=== exe_mem_pipeline ===
File: config.mk
export PLATFORM = sky130hd
export DESIGN_NAME = exe_mem_pipeline
export DESIGN_NICKNAME = d
export VERILOG_FILES = /design/src/rtl/exe_mem_pipeline_pkg.sv /design/src/rtl/exe_mem_pipeline_mem_wait_timer.sv /design/src/rtl/exe_mem_pipeline.sv
export SDC_FILE = /design/constraint.sdc
export NUM_CORES = 1
export LEC_CHECK = 0
export CAP_MARGIN = 20
export CORE_MARGIN = 2
export CORE_UTILIZATION = 41
export CTS_CLUSTER_DIAMETER = 200
export DETAILED_ROUTE_END_ITERATION = 8
export PLACE_DENSITY = 0.8
export SLEW_MARGIN = 20
export SYNTH_ARGS = -nofsm -noshare
export SYNTH_HDL_FRONTEND = slang
export SYNTH_HIERARCHICAL = 1
export SYNTH_SLANG_ARGS = --single-unit
File: constraint.sdc
create_clock -name Clk -period 2 [get_ports Clk]
set_input_delay 0.4 -clock Clk [delete_from_list [all_inputs] [get_ports Clk]]
set_output_delay 0.4 -clock Clk [all_outputs]
set_load 0.01 [all_outputs]
File: src/rtl/exe_mem_pipeline_pkg.sv
// exe_mem_pipeline_pkg: flag bit indices, default wait limit and the memory/writeback control vector layout
package exe_mem_pipeline_pkg;
  localparam int FLAG_N = 3;
  localparam int FLAG_Z = 2;
  localparam int FLAG_C = 1;
  localparam int FLAG_V = 0;
  localparam int MAX_WAIT_DEF = 15;
  typedef struct packed {
    logic mem_rd;
    logic mem_wr;
    logic reg_wr;
  } ctrl_t;
  localparam ctrl_t CTRL_NONE = '0;
endpackage

File: src/rtl/exe_mem_pipeline_mem_wait_timer.sv
// mem_wait_timer: saturating count of consecutive stall edges with a sticky timeout flag
// Ports: clk_i, rst_ni (async active-low), stall_i (MEM waiting), capture_i (stage advances), timeout_o (sticky)
module mem_wait_timer #(
  parameter int MAX_WAIT = 15,
  parameter int WAIT_W = 4
) (
  input  logic clk_i,
  input  logic rst_ni,
  input  logic stall_i,
  input  logic capture_i,
  output logic timeout_o
);
  localparam logic [WAIT_W-1:0] LIMIT = WAIT_W'(MAX_WAIT);
  logic [WAIT_W-1:0] cnt_q, cnt_d;
  logic timeout_q, timeout_d;
  always_comb begin
    cnt_d = capture_i ? '0 : (stall_i && cnt_q != LIMIT) ? cnt_q + 1'b1 : cnt_q;
    timeout_d = timeout_q | (stall_i & (cnt_d == LIMIT));
  end
  always_ff @(posedge clk_i or negedge rst_ni) begin
    if (!rst_ni) begin
      cnt_q <= '0;
      timeout_q <= 1'b0;
    end else begin
      cnt_q <= cnt_d;
      timeout_q <= timeout_d;
    end
  end
  assign timeout_o = timeout_q;
endmodule

File: src/rtl/exe_mem_pipeline.sv
// exe_mem_pipeline: EXE/MEM pipeline register with NZCV flag register, memory-wait stall, flush-to-bubble and wait timeout
// Ports: Clk, Reset_n (async active-low); EXE_* instruction slot in; Flush, Mem_Ready;
//        MEM_* registered slot out; Flags_Q architectural NZCV; Stall_Out (combinational); Mem_Timeout (sticky)
module exe_mem_pipeline
  import exe_mem_pipeline_pkg::*;
#(
  parameter int DATA_W = 32,
  parameter int MAX_WAIT = MAX_WAIT_DEF,
  parameter int WAIT_W = 4
) (
  input  logic              Clk,
  input  logic              Reset_n,
  input  logic [DATA_W-1:0] EXE_Result,
  input  logic [DATA_W-1:0] EXE_B,
  input  logic [3:0]        EXE_Rd_num,
  input  logic [4:0]        EXE_Opcode,
  input  logic [3:0]        EXE_Flags,
  input  logic              EXE_S,
  input  logic              EXE_Valid,
  input  logic              EXE_Mem_Rd,
  input  logic              EXE_Mem_Wr,
  input  logic              EXE_Reg_Wr,
  input  logic              Flush,
  input  logic              Mem_Ready,
  output logic [DATA_W-1:0] MEM_Result,
  output logic [DATA_W-1:0] MEM_Store_Data,
  output logic [3:0]        MEM_Rd_num,
  output logic [4:0]        MEM_Opcode,
  output logic              MEM_Mem_Rd,
  output logic              MEM_Mem_Wr,
  output logic              MEM_Reg_Wr,
  output logic              MEM_Valid,
  output logic [3:0]        Flags_Q,
  output logic              Stall_Out,
  output logic              Mem_Timeout
);
  ctrl_t ctrl_q, ctrl_d, ctrl_in;
  logic valid_q, valid_d, flush_pend_q, flush_pend_d, kill, take;
  logic [DATA_W-1:0] result_q, result_d, store_q, store_d;
  logic [3:0] rd_q, rd_d, flags_q, flags_d;
  logic [4:0] op_q, op_d;
  assign ctrl_in = {EXE_Mem_Rd, EXE_Mem_Wr, EXE_Reg_Wr};
  assign Stall_Out = valid_q & (ctrl_q.mem_rd | ctrl_q.mem_wr) & ~Mem_Ready;
  always_comb begin
    kill = Flush | flush_pend_q | ~EXE_Valid;
    take = ~Stall_Out & ~kill;
    valid_d = Stall_Out ? valid_q : ~kill;
    ctrl_d = Stall_Out ? ctrl_q : kill ? CTRL_NONE : ctrl_in;
    result_d = take ? EXE_Result : result_q;
    store_d = take ? EXE_B : store_q;
    rd_d = take ? EXE_Rd_num : rd_q;
    op_d = take ? EXE_Opcode : op_q;
    flags_d = (take & EXE_S) ? EXE_Flags : flags_q;
    // a flush seen while stalled is remembered so the slot still dies on the next capture
    flush_pend_d = Stall_Out & (flush_pend_q | Flush);
  end
  always_ff @(posedge Clk or negedge Reset_n) begin
    if (!Reset_n) begin
      ctrl_q <= CTRL_NONE;
      valid_q <= 1'b0;
      flush_pend_q <= 1'b0;
      result_q <= '0;
      store_q <= '0;
      rd_q <= '0;
      op_q <= '0;
      flags_q <= '0;
    end else begin
      ctrl_q <= ctrl_d;
      valid_q <= valid_d;
      flush_pend_q <= flush_pend_d;
      result_q <= result_d;
      store_q <= store_d;
      rd_q <= rd_d;
      op_q <= op_d;
      flags_q <= flags_d;
    end
  end
  mem_wait_timer #(.MAX_WAIT(MAX_WAIT), .WAIT_W(WAIT_W)) u_timer (
    .clk_i(Clk),
    .rst_ni(Reset_n),
    .stall_i(Stall_Out),
    .capture_i(~Stall_Out),
    .timeout_o(Mem_Timeout)
  );
  assign MEM_Result = result_q;
  assign MEM_Store_Data = store_q;
  assign MEM_Rd_num = rd_q;
  assign MEM_Opcode = op_q;
  assign MEM_Mem_Rd = ctrl_q.mem_rd;
  assign MEM_Mem_Wr = ctrl_q.mem_wr;
  assign MEM_Reg_Wr = ctrl_q.reg_wr;
  assign MEM_Valid = valid_q;
  assign Flags_Q = flags_q;
endmodule

==> run summary <==
chip area in the Yosys report -> 3610 um^2
clock buffer depth -> 2
synthesis-to-layout area growth -> 57.2%
fraction of power consumed by sequential logic -> 0.458
pin count of the biggest net entering global routing -> 43
Register-to-Register Path Depth -> 7
status -> completed
Seq cells -> 87
Worst Setup SP -> Mem_Ready
critical-path cell list -> clkdlybuf4s50_1 -> nor2b_1 -> o21ai_1 -> inv_1 -> dlygate4sd2_1
Max transition margin -> 0.657
DIE HEIGHT -> 97.8 um
I/O pins -> 169
clock latency (worst-skew pair) -> 0.34 ns
slowest CP cell -> clkdlybuf4s50_1
Logic family by area -> multiplexers
tool warnings -> 26
exe_mem_pipeline/cell_classes.png
The bar under the picture is 20 um long.
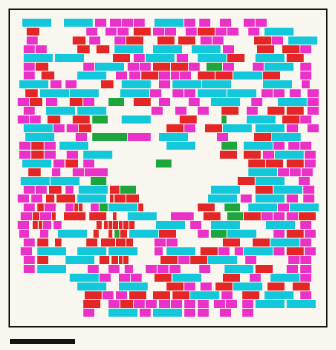
green -> clock drivers and dummy loads  # cells 14, share of their area 3.3%
red -> all other logic  # cells 115, share of their area 24%
cyan -> flops  # cells 87, share of their area 39%
magenta -> other buffers and delay cells  # cells 182, share of their area 33%
final core occ: 0.657
core box area: 8640 um^2
final std cell area, no fill: 5670 um^2
Cell Rows: 34
Seq area share: 0.384

exe_mem_pipeline/drive_strength.png
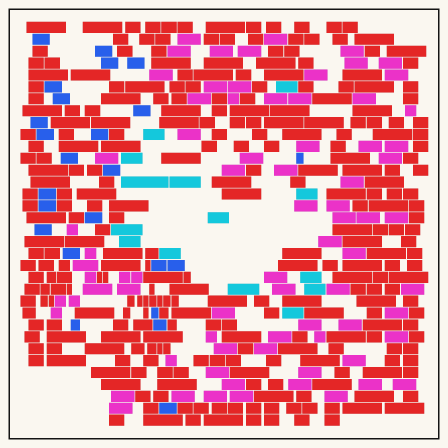
blue -> drive 2  # cells 24, share 6.0%
cyan -> drive 6 and up  # cells 14, share 3.5%
magenta -> drive 3 to 4  # cells 75, share 19%
red -> drive 1 or less  # cells 285, share 72%


=== im_port_arbiter_flat ===
File: config.mk
export PLATFORM = sky130hd
export DESIGN_NAME = im_port_arbiter_flat
export DESIGN_NICKNAME = d
export VERILOG_FILES = /design/src/rtl/im_port_arbiter_pkg.sv /design/src/rtl/im_port_arbiter_if.sv /design/src/rtl/im_port_arbiter_starve_ctr.sv /design/src/rtl/im_port_arbiter.sv /design/src/flat_wrapper.sv
export SDC_FILE = /design/constraint.sdc
export NUM_CORES = 1
export LEC_CHECK = 0
export CAP_MARGIN = 20
export CORE_MARGIN = 3
export CORE_UTILIZATION = 23
export CTS_CLUSTER_DIAMETER = 100
export DETAILED_ROUTE_END_ITERATION = 8
export HOLD_SLACK_MARGIN = 0.02
export PLACE_DENSITY = 0.82
export SKIP_CTS_REPAIR_TIMING = 1
export SYNTH_ARGS = -nofsm -noshare
export SYNTH_HDL_FRONTEND = slang
export SYNTH_HIERARCHICAL = 1
export SYNTH_SLANG_ARGS = --single-unit
export TNS_END_PERCENT = 20
File: constraint.sdc
create_clock -name clk -period 2.3 [get_ports clk]
set_input_delay 0.46 -clock clk [delete_from_list [all_inputs] [get_ports clk]]
set_output_delay 0.46 -clock clk [all_outputs]
set_load 0.01 [all_outputs]
File: src/rtl/im_port_arbiter_pkg.sv
// rtl/im_port_arbiter_pkg.sv - shared types and widths for the instruction-memory port arbiter
package im_arb_pkg;

  typedef enum logic {
    OWN_IF = 1'b0,
    OWN_LD = 1'b1
  } owner_t;

  localparam int STARVE_W = 4;
  localparam int IM_AW    = 10;
  localparam int IM_DW    = 32;

endpackage

File: src/rtl/im_port_arbiter_if.sv
// rtl/im_port_arbiter_if.sv - fetch, loader and memory-port signal bundle
interface im_port_arbiter_if #(
  parameter int AW = im_arb_pkg::IM_AW,
  parameter int DW = im_arb_pkg::IM_DW
) ();

  logic          if_req;
  logic [AW-1:0] if_addr;
  logic          if_gnt;
  logic          if_rvalid;
  logic [DW-1:0] if_rdata;

  logic          ld_req;
  logic          ld_we;
  logic [AW-1:0] ld_addr;
  logic [DW-1:0] ld_wdata;
  logic          ld_lock;
  logic          ld_gnt;
  logic          ld_rvalid;
  logic [DW-1:0] ld_rdata;

  logic          mem_en;
  logic          mem_we;
  logic [AW-1:0] mem_addr;
  logic [DW-1:0] mem_wdata;
  logic [DW-1:0] mem_rdata;

  // Arbiter side: takes requests and memory read data, drives grants, responses and the port.
  modport slave (
    input  if_req, if_addr,
    output if_gnt, if_rvalid, if_rdata,
    input  ld_req, ld_we, ld_addr, ld_wdata, ld_lock,
    output ld_gnt, ld_rvalid, ld_rdata,
    output mem_en, mem_we, mem_addr, mem_wdata,
    input  mem_rdata
  );

  // Requester and memory side.
  modport master (
    output if_req, if_addr,
    input  if_gnt, if_rvalid, if_rdata,
    output ld_req, ld_we, ld_addr, ld_wdata, ld_lock,
    input  ld_gnt, ld_rvalid, ld_rdata,
    input  mem_en, mem_we, mem_addr, mem_wdata,
    output mem_rdata
  );

endinterface

File: src/rtl/im_port_arbiter_starve_ctr.sv
// rtl/im_port_arbiter_starve_ctr.sv - saturating count of loader grants taken while fetch waits
module im_arb_starve_ctr
  import im_arb_pkg::*;
(
  input  logic                clk,
  input  logic                rst,
  input  logic                inc,
  input  logic                clr,
  input  logic [STARVE_W-1:0] limit,
  output logic [STARVE_W-1:0] cnt,
  output logic                at_limit
);

  logic [STARVE_W-1:0] cnt_q;
  logic [STARVE_W-1:0] cnt_d;

  // Clear wins over increment; increment stops once the limit is reached.
  always_comb begin
    cnt_d = cnt_q;
    if (clr) begin
      cnt_d = '0;
    end else if (inc && (cnt_q < limit)) begin
      cnt_d = cnt_q + 1'b1;
    end
  end

  // Counter register, cleared immediately on reset.
  always_ff @(posedge clk or posedge rst) begin
    if (rst) begin
      cnt_q <= '0;
    end else begin
      cnt_q <= cnt_d;
    end
  end

  assign cnt      = cnt_q;
  assign at_limit = (cnt_q == limit);

endmodule

File: src/rtl/im_port_arbiter.sv
// rtl/im_port_arbiter.sv - shares the instruction-memory port between fetch and loader
module im_port_arbiter
  import im_arb_pkg::*;
#(
  parameter int AW           = IM_AW,
  parameter int DW           = IM_DW,
  parameter int STARVE_LIMIT = 4
) (
  input  logic             clk,
  input  logic             rst,
  im_port_arbiter_if.slave bus
);

  logic                if_win;
  logic                ld_win;
  logic                at_limit;
  logic                starve_inc;
  logic                starve_clr;
  logic [STARVE_W-1:0] starve_cnt;
  logic [AW-1:0]       mem_addr_c;
  logic [DW-1:0]       mem_wdata_c;
  logic                resp_valid_q;
  logic                resp_valid_d;
  owner_t              resp_owner_q;
  owner_t              resp_owner_d;

  // Loader has priority unless fetch has waited STARVE_LIMIT grants; lock shuts fetch out; reset grants nothing.
  always_comb begin
    if_win = 1'b0;
    ld_win = 1'b0;
    if (!rst) begin
      if (bus.ld_lock) begin
        ld_win = bus.ld_req;
      end else if (bus.if_req && at_limit) begin
        if_win = 1'b1;
      end else if (bus.ld_req) begin
        ld_win = 1'b1;
      end else begin
        if_win = bus.if_req;
      end
    end
  end

  // Memory port follows the winner; address and write data are zero when unused.
  always_comb begin
    mem_addr_c  = '0;
    mem_wdata_c = '0;
    if (ld_win) begin
      mem_addr_c = bus.ld_addr;
      if (bus.ld_we) begin
        mem_wdata_c = bus.ld_wdata;
      end
    end else if (if_win) begin
      mem_addr_c = bus.if_addr;
    end
  end

  assign bus.if_gnt    = if_win;
  assign bus.ld_gnt    = ld_win;
  assign bus.mem_en    = if_win | ld_win;
  assign bus.mem_we    = ld_win & bus.ld_we;
  assign bus.mem_addr  = mem_addr_c;
  assign bus.mem_wdata = mem_wdata_c;

  assign starve_inc = ld_win & bus.if_req & ~bus.ld_lock;
  assign starve_clr = if_win | ~bus.if_req | bus.ld_lock;

  im_arb_starve_ctr u_starve_ctr (
    .clk      (clk),
    .rst      (rst),
    .inc      (starve_inc),
    .clr      (starve_clr),
    .limit    (STARVE_W'(STARVE_LIMIT)),
    .cnt      (starve_cnt),
    .at_limit (at_limit)
  );

  // Remember which requester issued a read so next cycle's memory data goes back to it.
  always_comb begin
    resp_valid_d = (if_win | ld_win) & ~(ld_win & bus.ld_we);
    resp_owner_d = ld_win ? OWN_LD : OWN_IF;
  end

  // Response register; an async reset drops any read still in flight.
  always_ff @(posedge clk or posedge rst) begin
    if (rst) begin
      resp_valid_q <= 1'b0;
      resp_owner_q <= OWN_IF;
    end else begin
      resp_valid_q <= resp_valid_d;
      resp_owner_q <= resp_owner_d;
    end
  end

  assign bus.if_rvalid = resp_valid_q & (resp_owner_q == OWN_IF);
  assign bus.ld_rvalid = resp_valid_q & (resp_owner_q == OWN_LD);
  assign bus.if_rdata  = bus.if_rvalid ? bus.mem_rdata : '0;
  assign bus.ld_rdata  = bus.ld_rvalid ? bus.mem_rdata : '0;

endmodule
File: src/flat_wrapper.sv
// flat-port wrapper written by rule: the top's interface ports become plain ports
module im_port_arbiter_flat import im_arb_pkg::*;
#(
  parameter int AW           = IM_AW,
  parameter int DW           = IM_DW,
  parameter int STARVE_LIMIT = 4
)
  (clk, rst, bus_if_req, bus_if_addr, bus_if_gnt, bus_if_rvalid, bus_if_rdata, bus_ld_req, bus_ld_we, bus_ld_addr, bus_ld_wdata, bus_ld_lock, bus_ld_gnt, bus_ld_rvalid, bus_ld_rdata, bus_mem_en, bus_mem_we, bus_mem_addr, bus_mem_wdata, bus_mem_rdata);
  im_port_arbiter_if #(.AW(AW), .DW(DW)) bus_i ();
  input  logic clk;
  input  logic rst;
  input wire logic [$bits(bus_i.if_req)-1:0] bus_if_req;
  input wire logic [$bits(bus_i.if_addr)-1:0] bus_if_addr;
  output wire logic [$bits(bus_i.if_gnt)-1:0] bus_if_gnt;
  output wire logic [$bits(bus_i.if_rvalid)-1:0] bus_if_rvalid;
  output wire logic [$bits(bus_i.if_rdata)-1:0] bus_if_rdata;
  input wire logic [$bits(bus_i.ld_req)-1:0] bus_ld_req;
  input wire logic [$bits(bus_i.ld_we)-1:0] bus_ld_we;
  input wire logic [$bits(bus_i.ld_addr)-1:0] bus_ld_addr;
  input wire logic [$bits(bus_i.ld_wdata)-1:0] bus_ld_wdata;
  input wire logic [$bits(bus_i.ld_lock)-1:0] bus_ld_lock;
  output wire logic [$bits(bus_i.ld_gnt)-1:0] bus_ld_gnt;
  output wire logic [$bits(bus_i.ld_rvalid)-1:0] bus_ld_rvalid;
  output wire logic [$bits(bus_i.ld_rdata)-1:0] bus_ld_rdata;
  output wire logic [$bits(bus_i.mem_en)-1:0] bus_mem_en;
  output wire logic [$bits(bus_i.mem_we)-1:0] bus_mem_we;
  output wire logic [$bits(bus_i.mem_addr)-1:0] bus_mem_addr;
  output wire logic [$bits(bus_i.mem_wdata)-1:0] bus_mem_wdata;
  input wire logic [$bits(bus_i.mem_rdata)-1:0] bus_mem_rdata;
  assign bus_i.if_req = bus_if_req;
  assign bus_i.if_addr = bus_if_addr;
  assign bus_if_gnt = bus_i.if_gnt;
  assign bus_if_rvalid = bus_i.if_rvalid;
  assign bus_if_rdata = bus_i.if_rdata;
  assign bus_i.ld_req = bus_ld_req;
  assign bus_i.ld_we = bus_ld_we;
  assign bus_i.ld_addr = bus_ld_addr;
  assign bus_i.ld_wdata = bus_ld_wdata;
  assign bus_i.ld_lock = bus_ld_lock;
  assign bus_ld_gnt = bus_i.ld_gnt;
  assign bus_ld_rvalid = bus_i.ld_rvalid;
  assign bus_ld_rdata = bus_i.ld_rdata;
  assign bus_mem_en = bus_i.mem_en;
  assign bus_mem_we = bus_i.mem_we;
  assign bus_mem_addr = bus_i.mem_addr;
  assign bus_mem_wdata = bus_i.mem_wdata;
  assign bus_i.mem_rdata = bus_mem_rdata;
  im_port_arbiter #(.AW(AW), .DW(DW), .STARVE_LIMIT(STARVE_LIMIT)) u_core (.clk(clk), .rst(rst), .bus(bus_i));
endmodule
im_port_arbiter_flat/wire_density.png
The bar under the picture is 20 um long. 16 x 16 tiles, from dark purple (low) to yellow (high), scaled to the fullest tile. Values are wire area over tile area, all layers added.
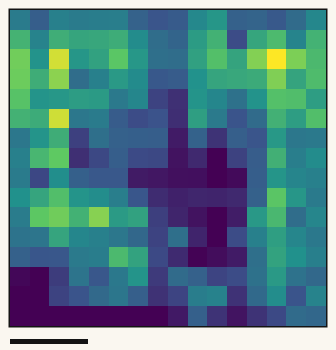
nearly empty tiles = 6.6%
fullest tile = 0.51
tiles over half the peak = 32%
mean over tiles = 0.20
emptiest ninth of the die = centre
Routed WL: 7650 um
vias: 2,126
DR WL/cell: 15.9 um
GRT Resource Usage Total: 0.196

im_port_arbiter_flat/port_nets.png
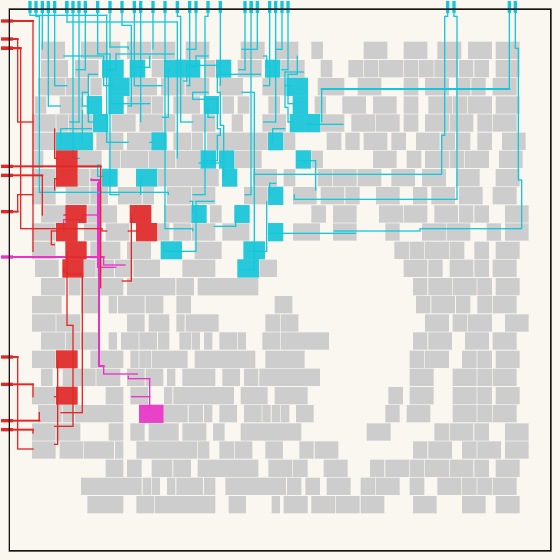
magenta -> bus_if_gnt  # direction output, edge left, end cells 1, buffers 3, wire 88.1 um
red -> bus_if_addr  # direction input, edge left, end cells 10, buffers 10, wire 266 um
cyan -> bus_ld_wdata  # direction input, edge top, end cells 32, buffers 32, wire 972 um

==> run summary <==
status -> finished with violations
ant diodes -> 0
Met1 Wirelength -> 2450 um
CTS buffer count -> 3
worst setup margin -> -0.271 ns
Worst EP required -> 1.84 ns
Post-Synthesis Cells -> 178
crit path to -> bus_mem_wdata[1]
tool warnings -> 27
Comb power frac -> 0.645
Commonest Layout Cell -> clkdlybuf4s50_1
Largest delay share family, worst path -> buffers and inverters
floorplan utilization -> 0.245
Register-to-Register Path Depth -> 8
Worst-path clk slew -> 0.04 ns
r2r endpoint -> u_core/u_starve_ctr/cnt[3]
met3 usage -> 0.0820
kind of start point of the critical path -> flop
GR Util met1 -> 0.203
Routed Antenna Nets -> 0
Setup-failing EPs final -> 37
number of flops mapped to enable cells by yosys -> 0
Final Instance Count excl. Fillers -> 481
FF-to-FF Start -> u_core/u_starve_ctr/cnt[2]
I/O pins -> 202
violated checks -> negative setup slack
worst hold slack -> 0.598 ns
first-pass GRT wire length -> 10,200 um
Seq area share -> 0.0405
slowest CP cell -> dfrtp_1

=== dot_scan_scheduler ===
dot_scan_scheduler/wire_density.png
The bar under the picture is 20 um long. 12 x 24 tiles, from dark purple (low) to yellow (high), scaled to the fullest tile. Values are wire area over tile area, all layers added.
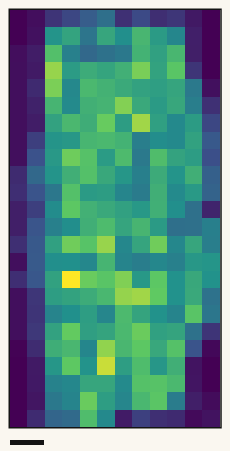
dot_scan_scheduler/final_congestion.png
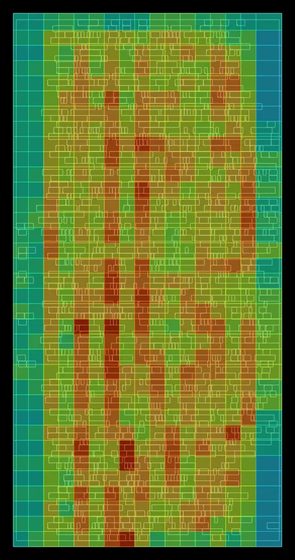
dot_scan_scheduler/drive_strength.png
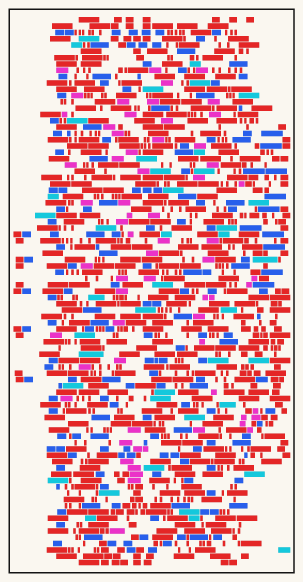
`config.mk`:
```
export PLATFORM = sky130hd
export DESIGN_NAME = dot_scan_scheduler
export DESIGN_NICKNAME = d
export VERILOG_FILES = /design/src/rtl/dot_scan_scheduler_pkg.sv /design/src/rtl/rr_arbiter2.sv /design/src/rtl/dot_scan_scheduler.sv
export SDC_FILE = /design/constraint.sdc
export NUM_CORES = 1
export LEC_CHECK = 0
export CAP_MARGIN = 30
export CORE_ASPECT_RATIO = 2
export CORE_UTILIZATION = 45
export DETAILED_ROUTE_END_ITERATION = 8
export HOLD_SLACK_MARGIN = 0.08
export SLEW_MARGIN = 0
export SYNTH_ARGS = -nofsm -noshare
export SYNTH_HDL_FRONTEND = slang
export SYNTH_SLANG_ARGS = --single-unit
```
`constraint.sdc`:
```
create_clock -name clk -period 5.38 [get_ports clk]
set_input_delay 0.807 -clock clk [delete_from_list [all_inputs] [get_ports clk]]
set_output_delay 0.807 -clock clk [all_outputs]
set_load 0.01 [all_outputs]
```
`src/rtl/dot_scan_scheduler_pkg.sv`:
```
// Shared types and helpers for the dot-matrix scan scheduler.
// Geometry constants, row/column types, active-low row select.
package dot_scan_scheduler_pkg;

  localparam int ROWS = 8;
  localparam int COLS = 16;

  typedef logic [2:0]      row_idx_t;
  typedef logic [COLS-1:0] col_pat_t;

  // Active-low one-hot row select; row 0 maps to bit 7.
  function automatic logic [ROWS-1:0] row_sel_low(row_idx_t r);
    return ~(8'h80 >> r);
  endfunction

endpackage

```
`src/rtl/rr_arbiter2.sv`:
```
// Two-way round-robin arbiter with combinational grants.
// Ports: clk, rst (async low), req_a/req_b, commit, gnt_a/gnt_b.
module rr_arbiter2 (
  input  logic clk,
  input  logic rst,
  input  logic req_a,
  input  logic req_b,
  input  logic commit,
  output logic gnt_a,
  output logic gnt_b
);

  // 0: A holds priority, 1: B holds priority
  logic prio_q;

  always_comb begin
    gnt_a = req_a & (~req_b | ~prio_q);
    gnt_b = req_b & ~gnt_a;
  end

  // Priority moves away from whoever was just served.
  always_ff @(posedge clk or negedge rst) begin
    if (!rst) begin
      prio_q <= 1'b0;
    end else if (commit & gnt_a) begin
      prio_q <= 1'b1;
    end else if (commit & gnt_b) begin
      prio_q <= 1'b0;
    end
  end

endmodule

```
`src/rtl/dot_scan_scheduler.sv`:
```
// Double-buffered 8x16 dot-matrix scanner with two arbitrated writers.
// Ports: clk, rst (async low), req/row/data/gnt for A and B, swap_req,
//        swap_done, frame_start, dot_row (active-low), dot_col.
module dot_scan_scheduler
  import dot_scan_scheduler_pkg::*;
#(
  parameter int DIV = 5000
) (
  input  logic        clk,
  input  logic        rst,
  input  logic        req_a,
  input  logic [2:0]  a_row,
  input  logic [15:0] a_data,
  output logic        gnt_a,
  input  logic        req_b,
  input  logic [2:0]  b_row,
  input  logic [15:0] b_data,
  output logic        gnt_b,
  input  logic        swap_req,
  output logic        swap_done,
  output logic        frame_start,
  output logic [7:0]  dot_row,
  output logic [15:0] dot_col
);

  localparam int CW = (DIV > 1) ? $clog2(DIV) : 1;
  localparam logic [CW-1:0] TERM = CW'(DIV - 1);

  col_pat_t      back_q  [ROWS];
  col_pat_t      front_q [ROWS];
  logic [CW-1:0] cnt_q;
  row_idx_t      row_q;
  row_idx_t      row_nx;
  logic          pend_q;
  logic          tick;
  logic          wrap;
  logic          do_swap;
  logic          wr_en;
  row_idx_t      wr_row;
  col_pat_t      wr_data;

  rr_arbiter2 u_arb (
    .clk    (clk),
    .rst    (rst),
    .req_a  (req_a),
    .req_b  (req_b),
    .commit (rst),
    .gnt_a  (gnt_a),
    .gnt_b  (gnt_b)
  );

  always_comb begin
    wr_en   = gnt_a | gnt_b;
    wr_row  = gnt_a ? a_row : b_row;
    wr_data = gnt_a ? a_data : b_data;
    tick    = (cnt_q == TERM);
    row_nx  = row_q + row_idx_t'(1);
    wrap    = tick & (row_q == row_idx_t'(7));
    do_swap = wrap & pend_q;
  end

  always_ff @(posedge clk or negedge rst) begin
    if (!rst) begin
      for (int i = 0; i < ROWS; i++) back_q[i] <= '0;
    end else if (wr_en) begin
      back_q[wr_row] <= wr_data;
    end
  end

  // Front takes the pre-write back image on the swap edge.
  always_ff @(posedge clk or negedge rst) begin
    if (!rst) begin
      for (int i = 0; i < ROWS; i++) front_q[i] <= '0;
    end else if (do_swap) begin
      for (int i = 0; i < ROWS; i++) front_q[i] <= back_q[i];
    end
  end

  always_ff @(posedge clk or negedge rst) begin
    if (!rst) begin
      cnt_q       <= '0;
      row_q       <= row_idx_t'(7);
      pend_q      <= 1'b0;
      swap_done   <= 1'b0;
      frame_start <= 1'b0;
      dot_row     <= 8'hFF;
      dot_col     <= '0;
    end else begin
      cnt_q       <= tick ? '0 : cnt_q + CW'(1);
      swap_done   <= do_swap;
      frame_start <= wrap;
      if (do_swap) begin
        pend_q <= swap_req;
      end else if (swap_req) begin
        pend_q <= 1'b1;
      end
      if (tick) begin
        row_q   <= row_nx;
        dot_row <= row_sel_low(row_nx);
        // Row 0 of a swapping frame bypasses the front load.
        dot_col <= do_swap ? back_q[0] : front_q[row_nx];
      end
    end
  end

endmodule

```
==> run summary <==
setup bufs post-CTS -> 0
total power -> 5410 uW
Crit Path Max Fanout -> 15
inverter count -> 4
Worst EP required -> 4.57 ns
worst hold slack -> 0.330 ns
core box area -> 28,300 um^2
status -> completed
Worst Setup SP -> req_b
flop2flop setup slack -> 2.26 ns
Top Layer Used -> met4
PwrDens -> 363 nW/um^2
Max transition margin -> 0.361
Crit. End Element -> primary output
Cell Rows -> 87
Register-to-Register Path Depth -> 7
initial drt markers -> 347
Register Area -> 7520 um^2
Die W -> 122 um
Basic Gates by Area -> 0.146
Crit path largest cell delay -> 0.59 ns
Notes on dot_scan_scheduler/wire_density.png above:
fullest tile = 0.33
mean over tiles = 0.14
tiles over half the peak = 50%
nearly empty tiles = 4.5%

Notes on dot_scan_scheduler/final_congestion.png above:
GR Util met1: 0.242
GRT busiest layer: met2
met3 usage: 0.0172
GRT Resource Usage Total: 0.201

Notes on dot_scan_scheduler/drive_strength.png above:
red -> drive 1 or less  # cells 882, share 76%
magenta -> drive 3 to 4  # cells 64, share 5.5%
blue -> drive 2  # cells 180, share 15%
cyan -> drive 6 and up  # cells 41, share 3.5%
synthesis-to-layout area growth: 14.6%
final std cell area, no fill: 14,900 um^2
worst setup margin: 1.77 ns


=== rmw_store_unit ===
rmw_store_unit/final_congestion.png
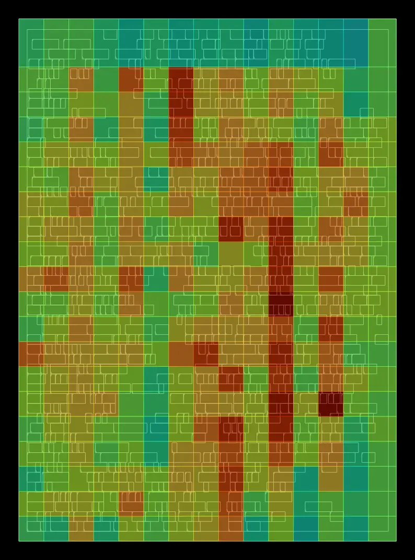
rmw_store_unit/port_nets.png
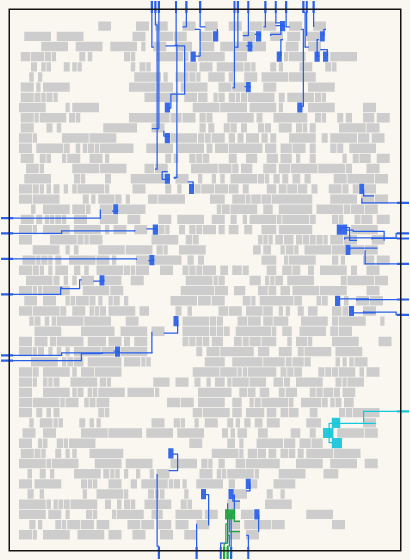
## src/rtl/rmw_store_unit_pkg.sv

```systemverilog
// Shared types and the byte-enable helper for the read-modify-write store unit.
package rmw_pkg;

    typedef enum logic [1:0] {
        SZ_BYTE  = 2'd0,
        SZ_HALF  = 2'd1,
        SZ_WORD  = 2'd2,
        SZ_DWORD = 2'd3
    } size_e;

    typedef enum logic [2:0] {
        ST_IDLE,
        ST_CHECK,
        ST_READ,
        ST_WAIT,
        ST_WRITE,
        ST_RESP
    } state_e;

    localparam int MAX_LANES = 8;

    // Enables lanes [offset, offset + 2**size - 1], clipped to the word's lane count.
    function automatic logic [MAX_LANES-1:0] lane_mask(input size_e size, input logic [2:0] offset,
                                                       input int lanes);
        logic [MAX_LANES-1:0] m;
        int width;
        m = '0;
        width = 1 << size;
        for (int k = 0; k < MAX_LANES; k++) begin
            m[k] = (k < lanes) && (k >= int'(offset)) && (k < int'(offset) + width);
        end
        return m;
    endfunction

endpackage

```

## src/rtl/rmw_store_unit_lane_merge.sv

```systemverilog
// Byte-lane merge: each enabled lane takes the new byte, the rest keep the old word.
module lane_merge #(
    parameter int DATA_W = 32
) (
    input  logic [DATA_W-1:0]   old_i,
    input  logic [DATA_W-1:0]   new_i,
    input  logic [DATA_W/8-1:0] mask_i,
    output logic [DATA_W-1:0]   merged_o
);

    for (genvar k = 0; k < DATA_W / 8; k++) begin : g_lane
        assign merged_o[8*k +: 8] = mask_i[k] ? new_i[8*k +: 8] : old_i[8*k +: 8];
    end

endmodule

```

## src/rtl/rmw_store_unit.sv

```systemverilog
// Sub-word store unit: validates a request, then reads, merges and writes back one memory word.
module rmw_store_unit
    import rmw_pkg::*;
#(
    parameter int ADDR_W  = 32,
    parameter int DATA_W  = 32,
    parameter int MEM_LAT = 1
) (
    input  logic              clk,
    input  logic              rst,
    input  logic              req_valid,
    output logic              req_ready,
    input  logic [ADDR_W-1:0] req_addr,
    input  logic [1:0]        req_size,
    input  logic [DATA_W-1:0] req_data,
    output logic [ADDR_W-1:0] mem_addr,
    output logic              mem_rd_en,
    input  logic [DATA_W-1:0] mem_rdata,
    output logic              mem_wr_en,
    output logic [DATA_W-1:0] mem_wdata,
    output logic              resp_valid,
    output logic              resp_err
);

    localparam int LANES = DATA_W / 8;
    localparam int OFF_W = $clog2(LANES);

    state_e            state_q;
    logic [ADDR_W-1:0] addr_q;
    size_e             size_q;
    logic [DATA_W-1:0] data_q;
    logic [3:0]        cnt_q;
    logic [ADDR_W-1:0] mem_addr_q;
    logic [DATA_W-1:0] wdata_q;
    logic              rd_en_q;
    logic              wr_en_q;
    logic              resp_valid_q;
    logic              resp_err_q;

    logic [OFF_W-1:0]  offset;
    logic [2:0]        align_bits;
    logic              misaligned;
    logic              illegal;
    logic              full_word;
    logic [LANES-1:0]  mask;
    logic [DATA_W-1:0] shifted;
    logic [DATA_W-1:0] merged;
    logic [ADDR_W-1:0] word_addr;

    assign offset     = addr_q[OFF_W-1:0];
    assign align_bits = 3'((4'd1 << size_q) - 4'd1);
    assign misaligned = |(addr_q[2:0] & align_bits);
    // A size wider than the memory word can never be serviced.
    assign illegal    = (32'd1 << size_q) > 32'(LANES);
    assign full_word  = (32'd1 << size_q) == 32'(LANES);
    assign mask       = LANES'(lane_mask(size_q, 3'(offset), LANES));
    assign shifted    = data_q << {offset, 3'b000};
    assign word_addr  = {addr_q[ADDR_W-1:OFF_W], {OFF_W{1'b0}}};

    lane_merge #(.DATA_W(DATA_W)) u_merge (
        .old_i    (mem_rdata),
        .new_i    (shifted),
        .mask_i   (mask),
        .merged_o (merged)
    );

    // Strobes are registered on entry to the state that owns them, so each lasts one cycle.
    always_ff @(posedge clk) begin
        if (rst) begin
            state_q      <= ST_IDLE;
            addr_q       <= '0;
            size_q       <= SZ_BYTE;
            data_q       <= '0;
            cnt_q        <= '0;
            mem_addr_q   <= '0;
            wdata_q      <= '0;
            rd_en_q      <= 1'b0;
            wr_en_q      <= 1'b0;
            resp_valid_q <= 1'b0;
            resp_err_q   <= 1'b0;
        end else begin
            rd_en_q      <= 1'b0;
            wr_en_q      <= 1'b0;
            resp_valid_q <= 1'b0;
            resp_err_q   <= 1'b0;
            case (state_q)
                ST_IDLE: begin
                    if (req_valid) begin
                        addr_q  <= req_addr;
                        size_q  <= size_e'(req_size);
                        data_q  <= req_data;
                        state_q <= ST_CHECK;
                    end
                end
                ST_CHECK: begin
                    if (misaligned || illegal) begin
                        resp_valid_q <= 1'b1;
                        resp_err_q   <= 1'b1;
                        state_q      <= ST_RESP;
                    end else if (full_word) begin
                        mem_addr_q <= word_addr;
                        wdata_q    <= data_q;
                        wr_en_q    <= 1'b1;
                        state_q    <= ST_WRITE;
                    end else begin
                        mem_addr_q <= word_addr;
                        rd_en_q    <= 1'b1;
                        state_q    <= ST_READ;
                    end
                end
                ST_READ: begin
                    cnt_q   <= 4'(MEM_LAT);
                    state_q <= ST_WAIT;
                end
                ST_WAIT: begin
                    if (cnt_q <= 4'd1) begin
                        cnt_q   <= '0;
                        wdata_q <= merged;
                        wr_en_q <= 1'b1;
                        state_q <= ST_WRITE;
                    end else begin
                        cnt_q <= cnt_q - 4'd1;
                    end
                end
                ST_WRITE: begin
                    resp_valid_q <= 1'b1;
                    state_q      <= ST_RESP;
                end
                ST_RESP: begin
                    state_q <= ST_IDLE;
                end
                default: state_q <= ST_IDLE;
            endcase
        end
    end

    assign req_ready  = (state_q == ST_IDLE);
    assign mem_addr   = mem_addr_q;
    assign mem_rd_en  = rd_en_q;
    assign mem_wr_en  = wr_en_q;
    assign mem_wdata  = wdata_q;
    assign resp_valid = resp_valid_q;
    assign resp_err   = resp_err_q;

endmodule

```

## config.mk

```make
export PLATFORM = sky130hd
export DESIGN_NAME = rmw_store_unit
export DESIGN_NICKNAME = d
export VERILOG_FILES = /design/src/rtl/rmw_store_unit_pkg.sv /design/src/rtl/rmw_store_unit_lane_merge.sv /design/src/rtl/rmw_store_unit.sv
export SDC_FILE = /design/constraint.sdc
export NUM_CORES = 1
export LEC_CHECK = 0
export CAP_MARGIN = 20
export CORE_ASPECT_RATIO = 1.4
export CORE_MARGIN = 2
export CORE_UTILIZATION = 43
export DETAILED_ROUTE_END_ITERATION = 12
export PLACE_DENSITY_LB_ADDON = 0.3
export REMOVE_ABC_BUFFERS = 1
export SYNTH_ARGS = -nofsm -noshare
export SYNTH_HDL_FRONTEND = slang
export SYNTH_SLANG_ARGS = --single-unit
```

## constraint.sdc

```tcl
create_clock -name clk -period 2.51 [get_ports clk]
set_clock_uncertainty 0.1 [all_clocks]
set_input_delay 0.502 -clock clk [delete_from_list [all_inputs] [get_ports clk]]
set_output_delay 0.502 -clock clk [all_outputs]
set_load 0.02 [all_outputs]
```

==> run summary <==
Worst Setup SP -> state_q[0]
antenna violations before repair -> 0
Seq cells -> 139
maximum capacitance violations -> 0
floorplan utilization -> 0.437
M2 GR Usage -> 0.401
first-pass GRT wire length -> 27,800 um
multi-input combinational area share -> 0.346
Final Instance Count excl. Fillers -> 1,095
logic area -> 2940 um^2
FF-to-FF Start -> size_q[0]
clock buffers -> 20
Register Area -> 2780 um^2
status -> completed
Hold-fix buffers, CTS -> 0
setup TNS -> 0 ns
combinational gate power -> 1600 uW
asr flop ratio synth -> 0
Unique masters post-synth -> 52
root buf cell -> clkbuf_16
ant diodes -> 0
WL met2 -> 8590 um
About rmw_store_unit/final_congestion.png:
met3 usage: 0.0789
final core occ: 0.614

About rmw_store_unit/port_nets.png:
blue -> req_data  # direction input, edge 15 top, 6 left, 6 right, 5 bottom, end cells 32, buffers 32, wire 728 um
cyan -> req_valid  # direction input, edge right, end cells 3, buffers 1, wire 31.3 um
green -> req_size  # direction input, edge bottom, end cells 2, buffers 2, wire 22.3 um
I/O pins: 170
number of port buffers: 167


=== vx_sched_csr_src_flat ===
## config.mk

```make
export PLATFORM = sky130hd
export DESIGN_NAME = vx_sched_csr_src_flat
export DESIGN_NICKNAME = d
export VERILOG_FILES = /design/src/rtl/vx_gpu_pkg.sv /design/src/rtl/vx_sched_csr_if.sv /design/src/rtl/vx_popcount.sv /design/src/rtl/vx_sched_csr_src.sv /design/src/flat_wrapper.sv
export SDC_FILE = /design/constraint.sdc
export NUM_CORES = 1
export LEC_CHECK = 0
export CAP_MARGIN = 20
export CORE_ASPECT_RATIO = 0.7
export CORE_MARGIN = 2
export CORE_UTILIZATION = 49
export CTS_CLUSTER_SIZE = 25
export DETAILED_ROUTE_END_ITERATION = 6
export PLACE_DENSITY = 0.89
export SLEW_MARGIN = 20
export SYNTH_ARGS = -nofsm -noshare
export SYNTH_HDL_FRONTEND = slang
export SYNTH_SLANG_ARGS = --single-unit
```

## constraint.sdc

```tcl
create_clock -name clk -period 3.4 [get_ports clk]
set_input_delay 1.02 -clock clk [delete_from_list [all_inputs] [get_ports clk]]
set_output_delay 1.02 -clock clk [all_outputs]
set_load 0.005 [all_outputs]
```

## src/rtl/vx_gpu_pkg.sv

```systemverilog
// Shared GPU constants for the scheduler CSR source.
`ifndef NUM_WARPS
`define NUM_WARPS 4
`endif
`ifndef NUM_THREADS
`define NUM_THREADS 4
`endif

package vx_gpu_pkg;

  localparam int PERF_CTR_BITS = 44;

  function automatic int wid_bits(input int n);
    return (n > 1) ? $clog2(n) : 1;
  endfunction

endpackage

```

## src/rtl/vx_sched_csr_if.sv

```systemverilog
// Scheduler state exported to the CSR unit.
interface vx_sched_csr_if #(
  parameter int NUM_WARPS   = 4,
  parameter int NUM_THREADS = 4,
  parameter int CTR_BITS    = 44
);

  logic [CTR_BITS-1:0]  cycles;
  logic [CTR_BITS-1:0]  instret;
  logic [NUM_WARPS-1:0] active_warps;
  logic [NUM_WARPS-1:0][NUM_THREADS-1:0] thread_masks;

  modport master (
    output cycles,
    output instret,
    output active_warps,
    output thread_masks
  );

  modport slave (
    input cycles,
    input instret,
    input active_warps,
    input thread_masks
  );

endinterface

```

## src/rtl/vx_popcount.sv

```systemverilog
// Combinational population count.
module vx_popcount #(
  parameter int N = 4,
  parameter int W = $clog2(N + 1)
) (
  input  logic [N-1:0] in_i,
  output logic [W-1:0] cnt_o
);

  always_comb begin
    cnt_o = '0;
    for (int i = 0; i < N; i++) begin
      cnt_o = cnt_o + W'(in_i[i]);
    end
  end

endmodule

```

## src/rtl/vx_sched_csr_src.sv

```systemverilog
// Cycle/instret counters and warp activity state
// exported to the CSR unit.
module vx_sched_csr_src
  import vx_gpu_pkg::*;
#(
  parameter int NUM_WARPS    = `NUM_WARPS,
  parameter int NUM_THREADS  = `NUM_THREADS,
  parameter int COMMIT_WIDTH = 4,
  parameter int CTR_BITS     = PERF_CTR_BITS
) (
  input  logic                          clk,
  input  logic                          reset,
  input  logic [COMMIT_WIDTH-1:0]       commit_valid,
  input  logic                          wspawn_valid,
  input  logic [NUM_WARPS-1:0]          wspawn_mask,
  input  logic                          tmc_valid,
  input  logic [wid_bits(NUM_WARPS)-1:0] tmc_wid,
  input  logic [NUM_THREADS-1:0]        tmc_mask,
  output logic                          busy,
  vx_sched_csr_if.master                csr_if
);

  localparam int CNT_W = $clog2(COMMIT_WIDTH + 1);
  localparam logic [NUM_THREADS-1:0] LANE0 = NUM_THREADS'(1);

  typedef logic [NUM_WARPS-1:0][NUM_THREADS-1:0] masks_t;

  logic [CTR_BITS-1:0]  cycles_q, cycles_d;
  logic [CTR_BITS-1:0]  instret_q, instret_d;
  logic [CNT_W-1:0]     cnt_q, cnt_d;
  logic [NUM_WARPS-1:0] active_q, active_d;
  masks_t               masks_q, masks_d;
  logic                 tmc_hit;

  vx_popcount #(
    .N (COMMIT_WIDTH),
    .W (CNT_W)
  ) u_popcount (
    .in_i  (commit_valid),
    .cnt_o (cnt_d)
  );

  assign cycles_d  = cycles_q + CTR_BITS'(1);
  assign instret_d = instret_q + CTR_BITS'(cnt_q);
  assign tmc_hit   = (32'(tmc_wid) < 32'(NUM_WARPS));

  // TMC is applied after spawn so it wins on a shared warp.
  always_comb begin
    active_d = active_q;
    masks_d  = masks_q;
    if (wspawn_valid) begin
      for (int w = 1; w < NUM_WARPS; w++) begin
        if (wspawn_mask[w]) begin
          active_d[w] = 1'b1;
          masks_d[w]  = LANE0;
        end
      end
    end
    if (tmc_valid && tmc_hit) begin
      active_d[tmc_wid] = |tmc_mask;
      masks_d[tmc_wid]  = tmc_mask;
    end
  end

  always_ff @(posedge clk) begin
    if (!reset) begin
      cycles_q   <= '0;
      instret_q  <= '0;
      cnt_q      <= '0;
      active_q   <= NUM_WARPS'(1);
      masks_q    <= '0;
      masks_q[0] <= LANE0;
    end else begin
      cycles_q  <= cycles_d;
      instret_q <= instret_d;
      cnt_q     <= cnt_d;
      active_q  <= active_d;
      masks_q   <= masks_d;
    end
  end

  assign busy                = |active_q;
  assign csr_if.cycles       = cycles_q;
  assign csr_if.instret      = instret_q;
  assign csr_if.active_warps = active_q;
  assign csr_if.thread_masks = masks_q;

endmodule

```

## src/flat_wrapper.sv

```systemverilog
// flat-port wrapper written by rule: the top's interface ports become plain ports
module vx_sched_csr_src_flat import vx_gpu_pkg::*;
#(
  parameter int NUM_WARPS    = `NUM_WARPS,
  parameter int NUM_THREADS  = `NUM_THREADS,
  parameter int COMMIT_WIDTH = 4,
  parameter int CTR_BITS     = PERF_CTR_BITS
)
  (clk, reset, commit_valid, wspawn_valid, wspawn_mask, tmc_valid, tmc_wid, tmc_mask, busy, csr_if_cycles, csr_if_instret, csr_if_active_warps, csr_if_thread_masks);
  vx_sched_csr_if #(.NUM_WARPS(NUM_WARPS), .NUM_THREADS(NUM_THREADS), .CTR_BITS(CTR_BITS)) csr_if_i ();
  input  logic clk;
  input  logic reset;
  input  logic [COMMIT_WIDTH-1:0] commit_valid;
  input  logic wspawn_valid;
  input  logic [NUM_WARPS-1:0] wspawn_mask;
  input  logic tmc_valid;
  input  logic [wid_bits(NUM_WARPS)-1:0] tmc_wid;
  input  logic [NUM_THREADS-1:0] tmc_mask;
  output logic busy;
  output wire logic [$bits(csr_if_i.cycles)-1:0] csr_if_cycles;
  output wire logic [$bits(csr_if_i.instret)-1:0] csr_if_instret;
  output wire logic [$bits(csr_if_i.active_warps)-1:0] csr_if_active_warps;
  output wire logic [$bits(csr_if_i.thread_masks)-1:0] csr_if_thread_masks;
  assign csr_if_cycles = csr_if_i.cycles;
  assign csr_if_instret = csr_if_i.instret;
  assign csr_if_active_warps = csr_if_i.active_warps;
  assign csr_if_thread_masks = csr_if_i.thread_masks;
  vx_sched_csr_src #(.NUM_WARPS(NUM_WARPS), .NUM_THREADS(NUM_THREADS), .COMMIT_WIDTH(COMMIT_WIDTH), .CTR_BITS(CTR_BITS)) u_core (.clk(clk), .reset(reset), .commit_valid(commit_valid), .wspawn_valid(wspawn_valid), .wspawn_mask(wspawn_mask), .tmc_valid(tmc_valid), .tmc_wid(tmc_wid), .tmc_mask(tmc_mask), .busy(busy), .csr_if(csr_if_i));
endmodule
```

vx_sched_csr_src_flat/wire_density.png
The bar under the picture is 20 um long. 25 x 18 tiles, from dark purple (low) to yellow (high), scaled to the fullest tile. Values are wire area over tile area, all layers added.
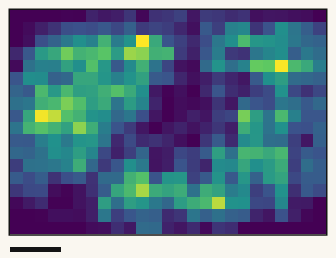
fullest tile = 0.61
tiles over half the peak = 23%
nearly empty tiles = 8.4%

vx_sched_csr_src_flat/final_congestion.png
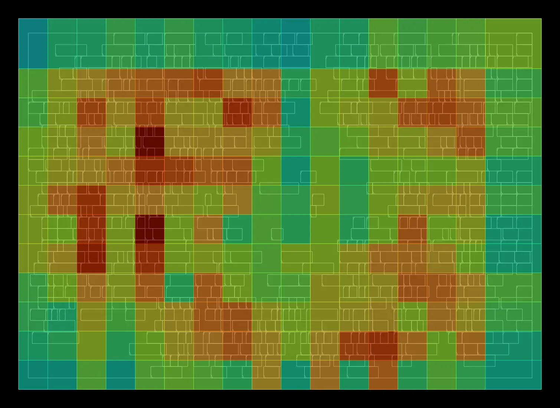
GRT Resource Usage Total: 0.232
met3 usage: 0.0632
final core occ: 0.680
DR WL/cell: 15.3 um
GR Util met1: 0.299

==> run summary <==
Synth top cell by count -> dfxtp_1
initial drt markers -> 417
fraction of cell area in non-clock buffers -> 0.199
core box area -> 9720 um^2
Crit. End Element -> flop
Signal buffers -> 134
worst setup margin -> 0.617 ns
Register-to-Register Path Depth -> 7
Cell Rows -> 30
routed wl met3 -> 1080 um
top power group -> sequential cells
fmax -> 359 MHz
fa+ha+maj area frac -> 0.0234
clock latency (worst-skew pair) -> 0.34 ns
Synthesized Nets -> 602
RSZ-0062 raised after global routing -> false
status -> completed
WL met2 -> 6010 um
Min Clock Period, post-route -> 2.78 ns
DPL Wire Length -> 9180 um
Worst EP arrival -> 3.05 ns
fraction of power consumed by sequential logic -> 0.524
slowest CP cell -> or4_1
hold path depth -> 1
Worst Setup SP -> u_core.csr_if.instret[0]
largest cell class by area -> combinational gates
Unique masters post-synth -> 37
Lkg Pwr -> 0.00226 uW
vx_sched_csr_src_flat/drive_strength.png
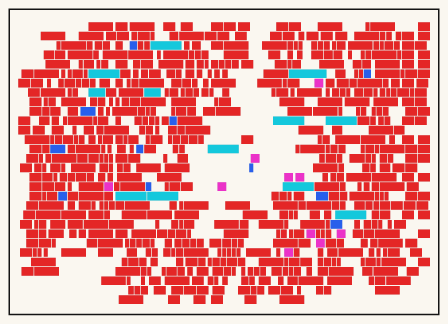
cyan -> drive 6 and up  # cells 12, share 1.7%
red -> drive 1 or less  # cells 670, share 95%
magenta -> drive 3 to 4  # cells 10, share 1.4%
blue -> drive 2  # cells 11, share 1.6%


=== conv_window_gen ===
conv_window_gen/wire_density.png
The bar under the picture is 50 um long. 24 x 24 tiles, from dark purple (low) to yellow (high), scaled to the fullest tile. Values are wire area over tile area, all layers added.
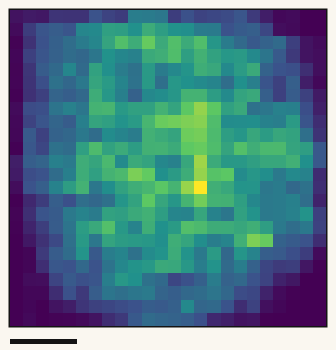
conv_window_gen/drive_strength.png
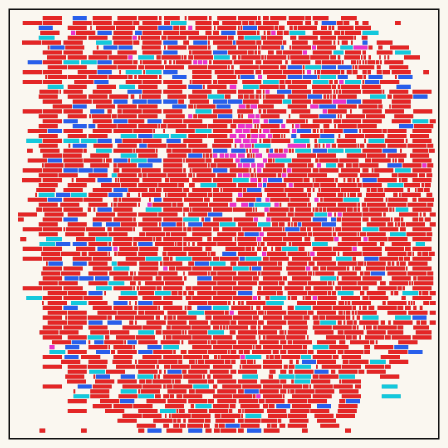
## src/rtl/conv_window_gen.sv

```systemverilog
// Streaming K-row window generator: emits one vertical K-pixel column per accepted pixel for the convolution engine.
// Optional build macro CONV_WIN_TOPPAD_EN: columns valid from row 0 with zero-padded upper lanes.
module conv_window_gen #(
    parameter int K      = 5,
    parameter int DW     = 8,
    parameter int NI_MAX = 28
) (
    input  logic              clk,
    input  logic              rstn,
    input  logic              i_start,
    input  logic              i_state,
    input  logic [DW-1:0]     i_din,
    input  logic              i_din_valid,
    output logic [K*DW-1:0]   o_taps,
    output logic              o_tvalid,
    output logic [4:0]        o_tcol,
    output logic              o_frame_done
);

    logic              r_start_d;
    logic              r_is12;
    logic [4:0]        r_col;
    logic [4:0]        r_row;
    logic [DW-1:0]     r_lb [K-1][NI_MAX];

    logic              w_rise;
    logic              w_is12;
    logic [4:0]        w_nim1;
    logic              w_accept;
    logic              w_col_last;
    logic              w_row_last;
    logic              w_col_valid;
    logic [K*DW-1:0]   w_taps;

    // Layer size is taken from i_state on the very cycle start rises so a pixel on that cycle already uses it.
    always_comb begin
        w_rise      = i_start & ~r_start_d;
        w_is12      = w_rise ? i_state : r_is12;
        w_nim1      = w_is12 ? 5'd11 : 5'd27;
        w_accept    = i_start & i_din_valid;
        w_col_last  = (r_col == w_nim1);
        w_row_last  = (r_row == w_nim1);
`ifdef CONV_WIN_TOPPAD_EN
        w_col_valid = 1'b1;
`else
        w_col_valid = (r_row >= 5'(K-1));
`endif
    end

    // Column assembly: lane 0 is the live pixel, lane k is the line buffer k-1 rows older.
    always_comb begin
        w_taps = '0;
        w_taps[DW-1:0] = i_din;
        for (int k = 1; k < K; k++) begin
`ifdef CONV_WIN_TOPPAD_EN
            if (r_row < 5'(k)) begin
                w_taps[k*DW +: DW] = '0;
            end else begin
                w_taps[k*DW +: DW] = r_lb[k-1][r_col];
            end
`else
            w_taps[k*DW +: DW] = r_lb[k-1][r_col];
`endif
        end
    end

    // Counters, layer latch and registered outputs.
    always_ff @(posedge clk or negedge rstn) begin
        if (!rstn) begin
            r_start_d    <= 1'b0;
            r_is12       <= 1'b0;
            r_col        <= 5'd0;
            r_row        <= 5'd0;
            o_taps       <= '0;
            o_tvalid     <= 1'b0;
            o_tcol       <= 5'd0;
            o_frame_done <= 1'b0;
        end else begin
            r_start_d <= i_start;
            if (w_rise) begin
                r_is12 <= i_state;
            end else begin
                r_is12 <= r_is12;
            end
            if (!i_start) begin
                r_col        <= 5'd0;
                r_row        <= 5'd0;
                o_taps       <= '0;
                o_tvalid     <= 1'b0;
                o_tcol       <= 5'd0;
                o_frame_done <= 1'b0;
            end else if (i_din_valid) begin
                o_taps       <= w_taps;
                o_tvalid     <= w_col_valid;
                o_tcol       <= r_col;
                o_frame_done <= w_col_last & w_row_last;
                if (w_col_last) begin
                    r_col <= 5'd0;
                    r_row <= w_row_last ? 5'd0 : r_row + 5'd1;
                end else begin
                    r_col <= r_col + 5'd1;
                end
            end else begin
                o_tvalid     <= 1'b0;
                o_frame_done <= 1'b0;
            end
        end
    end

    // Line buffers shift down one row at the current column; contents are never cleared, row gating masks stale data.
    always_ff @(posedge clk) begin
        if (w_accept) begin
            r_lb[0][r_col] <= i_din;
            for (int k = 1; k < K-1; k++) begin
                r_lb[k][r_col] <= r_lb[k-1][r_col];
            end
        end
    end

endmodule

```

## config.mk

```make
export PLATFORM = sky130hd
export DESIGN_NAME = conv_window_gen
export DESIGN_NICKNAME = d
export VERILOG_FILES = /design/src/rtl/conv_window_gen.sv
export SDC_FILE = /design/constraint.sdc
export NUM_CORES = 1
export LEC_CHECK = 0
export CORE_UTILIZATION = 67
export CTS_CLUSTER_SIZE = 10
export DETAILED_ROUTE_END_ITERATION = 16
export PLACE_DENSITY = 0.85
export SYNTH_ARGS = -nofsm -noshare
export SYNTH_HDL_FRONTEND = slang
export SYNTH_SLANG_ARGS = --single-unit
```

## constraint.sdc

```tcl
create_clock -name clk -period 5.7 [get_ports clk]
set_input_delay 0.855 -clock clk [delete_from_list [all_inputs] [get_ports clk]]
set_output_delay 0.855 -clock clk [all_outputs]
set_load 0.05 [all_outputs]
```

==> run summary <==
status -> completed
number of port buffers -> 59
CTS tree -> yes
Routed WL -> 101,000 um
number of flops mapped to enable cells by yosys -> 896
Tapcells -> 696
Final Hold Fails -> 0
WL met2 -> 47,800 um
Avg Cell Area, Syn -> 19.5 um^2
tool warnings -> 31
largest register by flop count -> r_lb
combinational gate power -> 961 uW
pin count of the biggest net entering global routing -> 83
Post-Synthesis Cells -> 1,899
Worst-path clk slew -> 0.06 ns
slowest CP cell -> nand4_1
Comb power frac -> 0.064
RSZ-0062 raised after global routing -> false
layout cell share with drive strength beyond 1 -> 0.181
cell count after placement -> 2,618
M2 GR Usage -> 0.569
Crit Path Max Fanout -> 47
inverter count -> 11
CTS H-tree depth -> 3
# fillers -> 2,523
About conv_window_gen/wire_density.png:
fullest tile = 0.85
densest ninth of the die = centre
tiles over half the peak = 33%
mean over tiles = 0.32
emptiest ninth of the die = lower left
nearly empty tiles = 7.8%

About conv_window_gen/drive_strength.png:
cyan -> drive 6 and up  # cells 121, share 5.7%
blue -> drive 2  # cells 164, share 7.7%
magenta -> drive 3 to 4  # cells 100, share 4.7%
red -> drive 1 or less  # cells 1,739, share 82%
final std cell area, no fill: 41,800 um^2
synthesis-to-layout area growth: 13.1%
worst setup margin: 1.55 ns
Signal buffers: 130



==> screenshots <==
Placement by cell class.
picture 1
The bar under the picture is 20 um long.
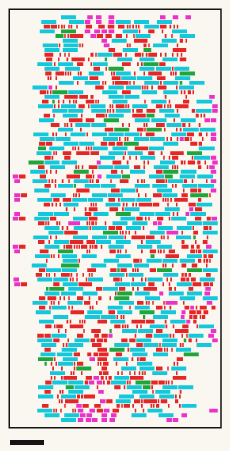
picture 2
The bar under the picture is 20 um long.
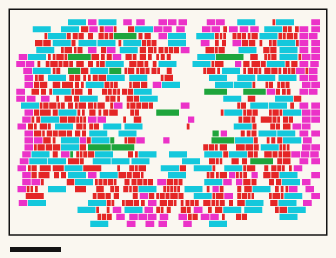
picture 3
The bar under the picture is 20 um long.
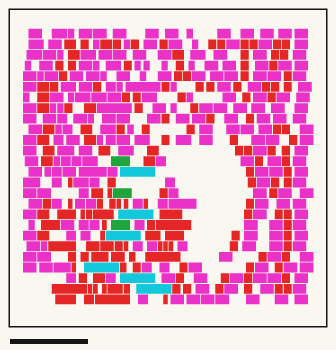
picture 4
The bar under the picture is 20 um long.
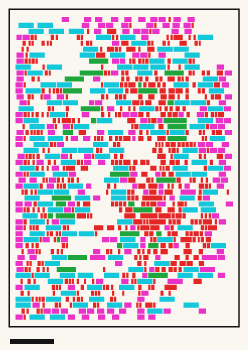
picture 5
The bar under the picture is 50 um long.
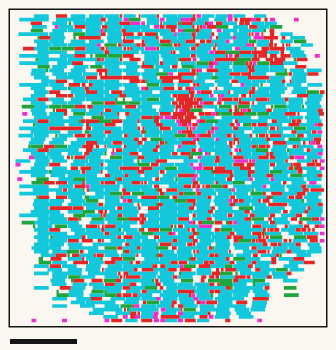
- rmw_store_unit = picture 4
- conv_window_gen = picture 5
- dot_scan_scheduler = picture 1
- vx_sched_csr_src_flat = picture 2
- im_port_arbiter_flat = picture 3
- most cells: picture 5
- largest die: picture 5

Power figures rest on the tool's default switching activity, not on a simulated workload.
